=== block 1 ===
Fig. 1: block 1, cell classes on the final placement
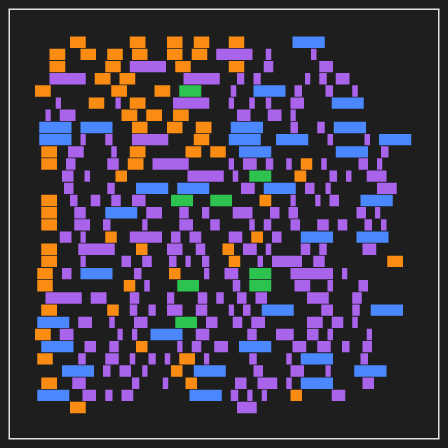

<file path="src/rtl/dbg_uart_arbiter.sv">
// dbg_uart_arbiter: round-robin, message-granular sharing of one 8N1 debug UART TX pin.
// Define DBG_UART_ARB_TAG_EN to prefix each granted message with an ASCII '0'+grant tag frame.
module dbg_uart_arbiter #(
    parameter int NUM_REQ = 4,
    parameter int CLK_DIV = 434,
    localparam int GW = NUM_REQ > 1 ? $clog2(NUM_REQ) : 1
) (
    input  logic                   clk_i,
    input  logic                   rst_i,
    input  logic [NUM_REQ-1:0]     req_valid_i,
    input  logic [8*NUM_REQ-1:0]   req_data_i,
    input  logic [NUM_REQ-1:0]     req_last_i,
    output logic [NUM_REQ-1:0]     req_ready_o,
    output logic                   tx_o,
    output logic                   busy_o,
    output logic [GW-1:0]          grant_id_o
);
    localparam int CW = $clog2(CLK_DIV);
    localparam logic [CW-1:0] RELOAD = CW'(CLK_DIV - 1);

    typedef enum logic [2:0] {IDLE, LOAD, START, DATA, STOP} state_t;

    state_t        state;
    logic [GW-1:0] ptr;
    logic [GW-1:0] win;
    logic [GW-1:0] cand;
    logic          found;
    logic [CW-1:0] cnt;
    logic [2:0]    bit_cnt;
    logic [7:0]    sh;
    logic          msg_last;

    // First valid requester strictly after ptr, wrapping modulo NUM_REQ
    always_comb begin
        win = ptr;
        found = 1'b0;
        cand = '0;
        for (int i = 1; i <= NUM_REQ; i++) begin
            cand = GW'((int'(ptr) + i) % NUM_REQ);
            if (!found && req_valid_i[cand]) begin
                win = cand;
                found = 1'b1;
            end
        end
    end

    always_ff @(posedge clk_i) begin
        if (rst_i) begin
            state <= IDLE;
            ptr <= GW'(NUM_REQ - 1);
            grant_id_o <= '0;
            req_ready_o <= '0;
            tx_o <= 1'b1;
            busy_o <= 1'b0;
            cnt <= '0;
            bit_cnt <= '0;
            sh <= '0;
            msg_last <= 1'b0;
        end else begin
            case (state)
                IDLE: if (found) begin
                    grant_id_o <= win;
                    busy_o <= 1'b1;
`ifdef DBG_UART_ARB_TAG_EN
                    sh <= 8'h30 + 8'(win);
                    msg_last <= 1'b0;
                    tx_o <= 1'b0;
                    cnt <= RELOAD;
                    state <= START;
`else
                    req_ready_o <= NUM_REQ'(1) << win;
                    state <= LOAD;
`endif
                end
                LOAD: if (req_valid_i[grant_id_o]) begin
                    sh <= req_data_i[{grant_id_o, 3'b000} +: 8];
                    msg_last <= req_last_i[grant_id_o];
                    req_ready_o <= '0;
                    tx_o <= 1'b0;
                    cnt <= RELOAD;
                    state <= START;
                end
                START: if (cnt == '0) begin
                    tx_o <= sh[0];
                    cnt <= RELOAD;
                    bit_cnt <= '0;
                    state <= DATA;
                end else begin
                    cnt <= cnt - 1'b1;
                end
                DATA: if (cnt == '0) begin
                    cnt <= RELOAD;
                    if (bit_cnt == 3'd7) begin
                        tx_o <= 1'b1;
                        state <= STOP;
                    end else begin
                        bit_cnt <= bit_cnt + 1'b1;
                        sh <= sh >> 1;
                        tx_o <= sh[1];
                    end
                end else begin
                    cnt <= cnt - 1'b1;
                end
                STOP: if (cnt == '0) begin
                    if (msg_last) begin
                        ptr <= grant_id_o;
                        busy_o <= 1'b0;
                        state <= IDLE;
                    end else begin
                        req_ready_o <= NUM_REQ'(1) << grant_id_o;
                        state <= LOAD;
                    end
                end else begin
                    cnt <= cnt - 1'b1;
                end
                default: state <= IDLE;
            endcase
        end
    end
endmodule
</file>
<file path="config.mk">
export PLATFORM = sky130hd
export DESIGN_NAME = dbg_uart_arbiter
export DESIGN_NICKNAME = d
export VERILOG_FILES = /design/src/rtl/dbg_uart_arbiter.sv
export SDC_FILE = /design/constraint.sdc
export NUM_CORES = 1
export LEC_CHECK = 0
export CAP_MARGIN = 15
export CELL_PAD_IN_SITES_DETAIL_PLACEMENT = 2
export CELL_PAD_IN_SITES_GLOBAL_PLACEMENT = 2
export CORE_MARGIN = 5
export CORE_UTILIZATION = 30
export CTS_CLUSTER_DIAMETER = 40
export DETAILED_ROUTE_END_ITERATION = 8
export PLACE_DENSITY_LB_ADDON = 0.1
export SYNTH_ARGS = -nofsm -noshare
export SYNTH_HDL_FRONTEND = slang
export SYNTH_SLANG_ARGS = --single-unit
</file>
<file path="constraint.sdc">
create_clock -name clk_i -period 2.6 [get_ports clk_i]
set_input_delay 0.39 -clock clk_i [delete_from_list [all_inputs] [get_ports clk_i]]
set_output_delay 0.39 -clock clk_i [all_outputs]
set_load 0.005 [all_outputs]
</file>
=== block 2 ===
$ cat config.mk
export PLATFORM = sky130hd
export DESIGN_NAME = instr_dispatcher
export DESIGN_NICKNAME = d
export VERILOG_FILES = /design/src/rtl/instr_dispatcher.sv
export SDC_FILE = /design/constraint.sdc
export NUM_CORES = 1
export LEC_CHECK = 0
export ABC_AREA = 1
export CORE_MARGIN = 2
export CORE_UTILIZATION = 55
export CTS_BUF_LIST = sky130_fd_sc_hd__clkbuf_4 sky130_fd_sc_hd__clkbuf_8
export DETAILED_ROUTE_END_ITERATION = 6
export GPL_TIMING_DRIVEN = 1
export HOLD_SLACK_MARGIN = 0.1
export PLACE_DENSITY = 0.77
export REMOVE_ABC_BUFFERS = 1
export SLEW_MARGIN = 15
export SYNTH_ARGS = -nofsm -noshare
export SYNTH_HDL_FRONTEND = slang
export SYNTH_SLANG_ARGS = --single-unit
$ cat constraint.sdc
create_clock -name Clock -period 4.1 [get_ports Clock]
set_clock_uncertainty 0.2 [all_clocks]
set_input_delay 0.82 -clock Clock [delete_from_list [all_inputs] [get_ports Clock]]
set_output_delay 0.82 -clock Clock [all_outputs]
set_load 0.01 [all_outputs]
$ cat src/rtl/instr_dispatcher.sv
// Initiator for the processor's DIN/Run/Done interface: walks a synchronous
// instruction ROM, issues each word (plus mvi immediate) and waits for Done.
module instr_dispatcher #(
    parameter int unsigned ADDR_WIDTH = 5,
    parameter int unsigned DATA_WIDTH = 9,
    parameter int unsigned MAX_WAIT   = 15
) (
    input  logic                  Clock,
    input  logic                  Resetn,
    input  logic                  Start,
    output logic [ADDR_WIDTH-1:0] Mem_addr,
    input  logic [DATA_WIDTH-1:0] Mem_data,
    output logic [DATA_WIDTH-1:0] DIN,
    output logic                  Run,
    input  logic                  Done,
    output logic                  Busy,
    output logic                  Halted,
    output logic                  Timeout,
    output logic [7:0]            Instr_count
);

    localparam logic [2:0] OP_MVI  = 3'b001;
    localparam logic [2:0] OP_HALT = 3'b111;

    typedef enum logic [2:0] {
        S_IDLE,
        S_FETCH_I,
        S_LOAD_I,
        S_FETCH_D,
        S_LOAD_D,
        S_ISSUE,
        S_EXEC,
        S_HALTED
    } state_t;

    state_t                r_state, w_state_nxt;
    logic [ADDR_WIDTH-1:0] r_pc, w_pc_nxt;
    logic [ADDR_WIDTH-1:0] r_mem_addr, w_mem_addr_nxt;
    logic [DATA_WIDTH-1:0] r_ir, w_ir_nxt;
    logic [DATA_WIDTH-1:0] r_imm, w_imm_nxt;
    logic [DATA_WIDTH-1:0] r_din, w_din_nxt;
    logic [7:0]            r_wait, w_wait_nxt;
    logic [7:0]            r_count, w_count_nxt;
    logic                  r_timeout, w_timeout_nxt;

    logic [2:0]            w_mem_op;
    logic [2:0]            w_ir_op;
    logic                  w_pc_last;

    assign w_mem_op  = Mem_data[DATA_WIDTH-1 -: 3];
    assign w_ir_op   = r_ir[DATA_WIDTH-1 -: 3];
    assign w_pc_last = (r_pc == '1);

    always_ff @(posedge Clock) begin
        if (!Resetn) begin
            r_state    <= S_IDLE;
            r_pc       <= '0;
            r_mem_addr <= '0;
            r_ir       <= '0;
            r_imm      <= '0;
            r_din      <= '0;
            r_wait     <= '0;
            r_count    <= '0;
            r_timeout  <= 1'b0;
        end else begin
            r_state    <= w_state_nxt;
            r_pc       <= w_pc_nxt;
            r_mem_addr <= w_mem_addr_nxt;
            r_ir       <= w_ir_nxt;
            r_imm      <= w_imm_nxt;
            r_din      <= w_din_nxt;
            r_wait     <= w_wait_nxt;
            r_count    <= w_count_nxt;
            r_timeout  <= w_timeout_nxt;
        end
    end

    // Mem_addr and DIN are loaded on entry to the state that presents them,
    // so the ROM sees the address for the whole FETCH cycle.
    always_comb begin
        w_state_nxt    = r_state;
        w_pc_nxt       = r_pc;
        w_mem_addr_nxt = r_mem_addr;
        w_ir_nxt       = r_ir;
        w_imm_nxt      = r_imm;
        w_din_nxt      = r_din;
        w_wait_nxt     = r_wait;
        w_count_nxt    = r_count;
        w_timeout_nxt  = r_timeout;

        case (r_state)
            S_IDLE, S_HALTED: begin
                if (Start) begin
                    w_state_nxt    = S_FETCH_I;
                    w_pc_nxt       = '0;
                    w_mem_addr_nxt = '0;
                    w_count_nxt    = '0;
                    w_timeout_nxt  = 1'b0;
                end
            end
            S_FETCH_I: w_state_nxt = S_LOAD_I;
            S_LOAD_I: begin
                w_ir_nxt = Mem_data;
                if (w_mem_op == OP_HALT) begin
                    w_state_nxt = S_HALTED;
                end else if (w_mem_op == OP_MVI) begin
                    if (w_pc_last) begin
                        w_state_nxt = S_HALTED;
                    end else begin
                        w_state_nxt    = S_FETCH_D;
                        w_pc_nxt       = r_pc + 1'b1;
                        w_mem_addr_nxt = r_pc + 1'b1;
                    end
                end else begin
                    w_state_nxt = S_ISSUE;
                    w_din_nxt   = Mem_data;
                end
            end
            S_FETCH_D: w_state_nxt = S_LOAD_D;
            S_LOAD_D: begin
                w_imm_nxt   = Mem_data;
                w_din_nxt   = r_ir;
                w_state_nxt = S_ISSUE;
            end
            S_ISSUE: begin
                w_wait_nxt  = '0;
                w_din_nxt   = (w_ir_op == OP_MVI) ? r_imm : r_ir;
                w_state_nxt = S_EXEC;
            end
            S_EXEC: begin
                w_wait_nxt = r_wait + 8'd1;
                if (Done) begin
                    w_count_nxt = r_count + 8'd1;
                    if (w_pc_last) begin
                        w_state_nxt = S_HALTED;
                    end else begin
                        w_state_nxt    = S_FETCH_I;
                        w_pc_nxt       = r_pc + 1'b1;
                        w_mem_addr_nxt = r_pc + 1'b1;
                    end
                end else if (r_wait == 8'(MAX_WAIT - 1)) begin
                    w_timeout_nxt = 1'b1;
                    w_state_nxt   = S_HALTED;
                end
            end
            default: w_state_nxt = S_IDLE;
        endcase
    end

    assign Mem_addr    = r_mem_addr;
    assign DIN         = r_din;
    assign Run         = (r_state == S_ISSUE);
    assign Busy        = (r_state != S_IDLE) && (r_state != S_HALTED);
    assign Halted      = (r_state == S_HALTED);
    assign Timeout     = r_timeout;
    assign Instr_count = r_count;

endmodule

Fig. 2: block 1, cell area per tile
The die is cut into 10 by 10 equal tiles; black is low, pale yellow is high, 0 to 100% covered.
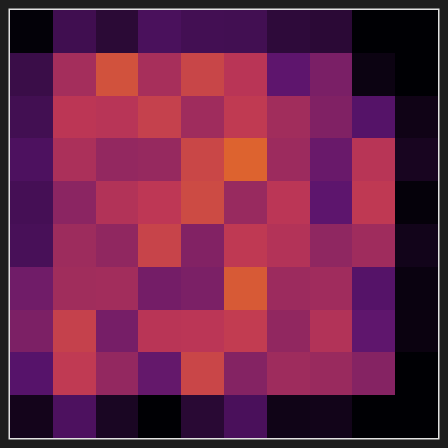
nearly empty tiles: 9.0%
emptiest ninth of the die: top right
densest ninth of the die: middle

## Picture notes: Fig. 1
| color | class | cells | share of their area |
|---|---|---|---|
| purple | remaining logic cells | 200 | 51% |
| blue | sequential cells | 34 | 24% |
| green | clock drivers and dummy loads | 8 | 3.9% |
| orange | remaining buffers and delay cells | 65 | 22% |

==> flow_summary_export.csv, block 1 <==
group,metric,value,unit
yosys,mux_share,12.52,%
cells_and_area,comb_cells,190,
final_timing,rsz0062_at_grt,"false",
floorplanning,placementRows,31,
cells_and_area,diodes,0,
final_timing,period_minus_slack,2313,ps
setup_path,reg2reg_from,"cnt[0]",
cells_and_area,instances_no_fill,406,
final_timing,hold_slack,464.1,ps
final_timing,slew_headroom,44.43,%
power,total_power,2.857,mW
cells_and_area,design_area,2962,µm²
final_timing,max_freq,432.3,MHz
cts,cts.sinks,34,
setup_path,cp.arrival,2540,ps
setup_path,path_buffers,2,
cells_and_area,nNonClkBuffers,65,
cells_and_area,final_util,41.27,%
cells_and_area,drive_above_1_share,14.98,%
outcome,status,"complete, no violations",
routing,drt-total-wl,7377,µm
placement,hpwl,5732,µm
final_timing,setup_violations,0,
final_timing,worst_slack,287.0,ps
placement,pre_cts_ws,150.3,ps
power,switching_share,42.11,%
cts,ctsHtreeMaxLevel,2,
cells_and_area,design.seq.count,34,
yosys,ys.flops,34,
power,intPower,1.654,mW
yosys,area_leaders,"dfxtp_1 (31%), mux4_2 (10%), nand2_1 (4.1%)",
cells_and_area,seq_share,22.98,%
global_route,grt_pass1_vias,2370,
routing,vias,2157,
setup_path,timing.rr.end,"bit_cnt[1]",
yosys,ys_sh_aoi,23.39,%
flow_run,max_cap_viol_count,0,
cts,clk_path_buf_depth,2,
yosys,netlist_instances,251,
power,ir_worst_vdd,286.9,µV
global_route,grtUsageMet2,29.18,%
yosys,syn_avg_cell_area,8.758,µm²
cells_and_area,seqCellArea,680.7,µm²
setup_path,required,2820,ps
power,pg_comb,1.55,mW
final_timing,maxSlewViolCount,0,
cells_and_area,fill_cells,789,
cells_and_area,top_area_cell_class,"logic gates",
power,leakage,1.107,nW
routing,dr.max_layer_used,"met4",
power,clk-power,0.475,mW
cells_and_area,sh_comb_area,47.23,%
flow_run,warnings,26,
Fig. 3: block 2, cell area per tile
The die is cut into 7 by 7 equal tiles; black is low, pale yellow is high, 0 to 100% covered.
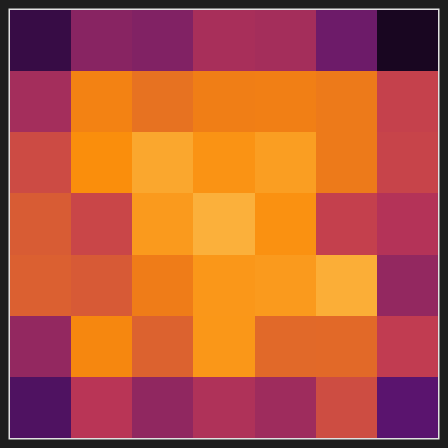
densest ninth of the die: middle
tiles over 75% full: 22%
fullest tile: 83%
mean over tiles: 57%

Fig. 4: block 2, drive-strength map
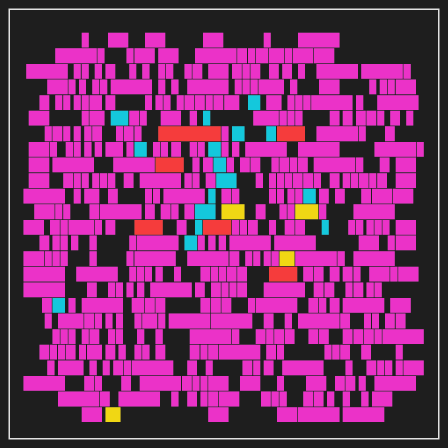
| color | size | cells | share |
|---|---|---|---|
| magenta | x1 and smaller | 431 | 94% |
| yellow | x3 and x4 | 4 | 0.88% |
| red | x6 and larger | 6 | 1.3% |
| cyan | x2 | 16 | 3.5% |

==> flow_summary_export.csv, block 2 <==
group,metric,value,unit
outcome,status,"complete, no violations",
cells_and_area,drive_above_1_share,5.689,%
setup_path,rrSetupSlack,2160,ps
cells_and_area,num-clock-buffers,6,
routing,first_pass_iters,4,
power,p_switching,0.3886,mW
setup_path,cpMaxStageDelayCell,"clkdlybuf4s50_1",
yosys,syn_avg_cell_area,6.453,µm²
setup_path,cp.arrival,1990,ps
placement,gp_congestion,0.8287,
setup_path,startpoint,"r_state[0]",
setup_path,reg2reg_from,"r_state[1]",
power,power_density,388.2,nW/µm²
cells_and_area,sh_comb_area,43.18,%
yosys,ys_top_logic_family,"simple AND/OR/NAND/NOR gates",
yosys,synthFlopType,"dfxtp_1",
flow_run,warnings,26,
routing,vias,2662,
hold_path,hp-start,"r_imm[3]",
placement,pre_cts_ws,1460,ps
setup_path,crit_path_end_kind,"primary output",
cells_and_area,buffer_area_share,11.94,%
final_timing,setup_tns,0,ps
yosys,ys_seq_share,37.96,%
routing,dr.max_layer_used,"met4",
global_route,globalRoute.totalOverflow,0,
routing,drt-total-wl,5928,µm
cells_and_area,design.seq.count,52,
yosys,yosysChipArea,2743,µm²
routing,route.antenna.remaining_nets,0,
cells_and_area,final_util,68.32,%
hold_path,min_delay_path_depth,2,
final_timing,slew_headroom,47.93,%
setup_path,path_buffers,3,
setup_path,reg2reg_depth,7,
yosys,ys_async_sr_fraction,0,%
global_route,grtUsageMet3,3.213,%
routing,met3WireLength,258,µm
setup_path,crit_family,"buffers and inverters",
final_timing,tightestPinTransition,779.1,ps
cts,ctsHtreeMaxLevel,2,
yosys,ys_sh_simple,30.70,%
yosys,synth-cells-yosys,425,
yosys,syn-cell-area,2743,µm²
cts,cts.sinks,52,


==> layout pictures side by side <==
Track usage over the die.
shot_01.png
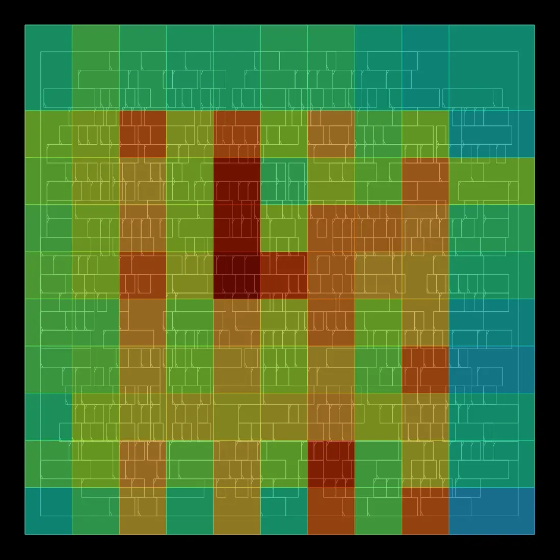
shot_02.png
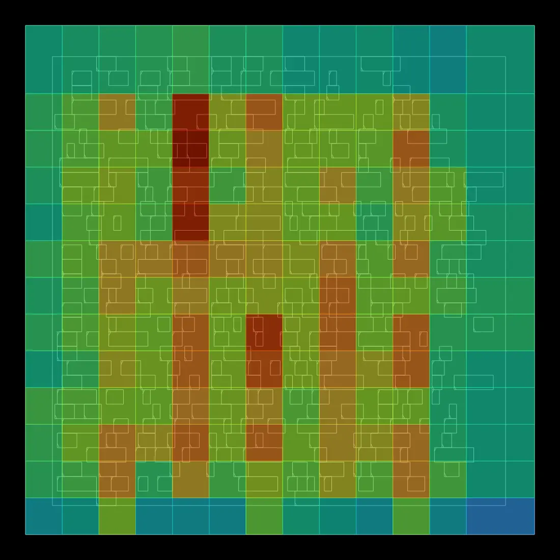
- shot_02.png = block 1
- shot_01.png = block 2
- most wire per cell: shot_02.png
- highest track usage: shot_01.png

Power is estimated from default activity; no workload was simulated.
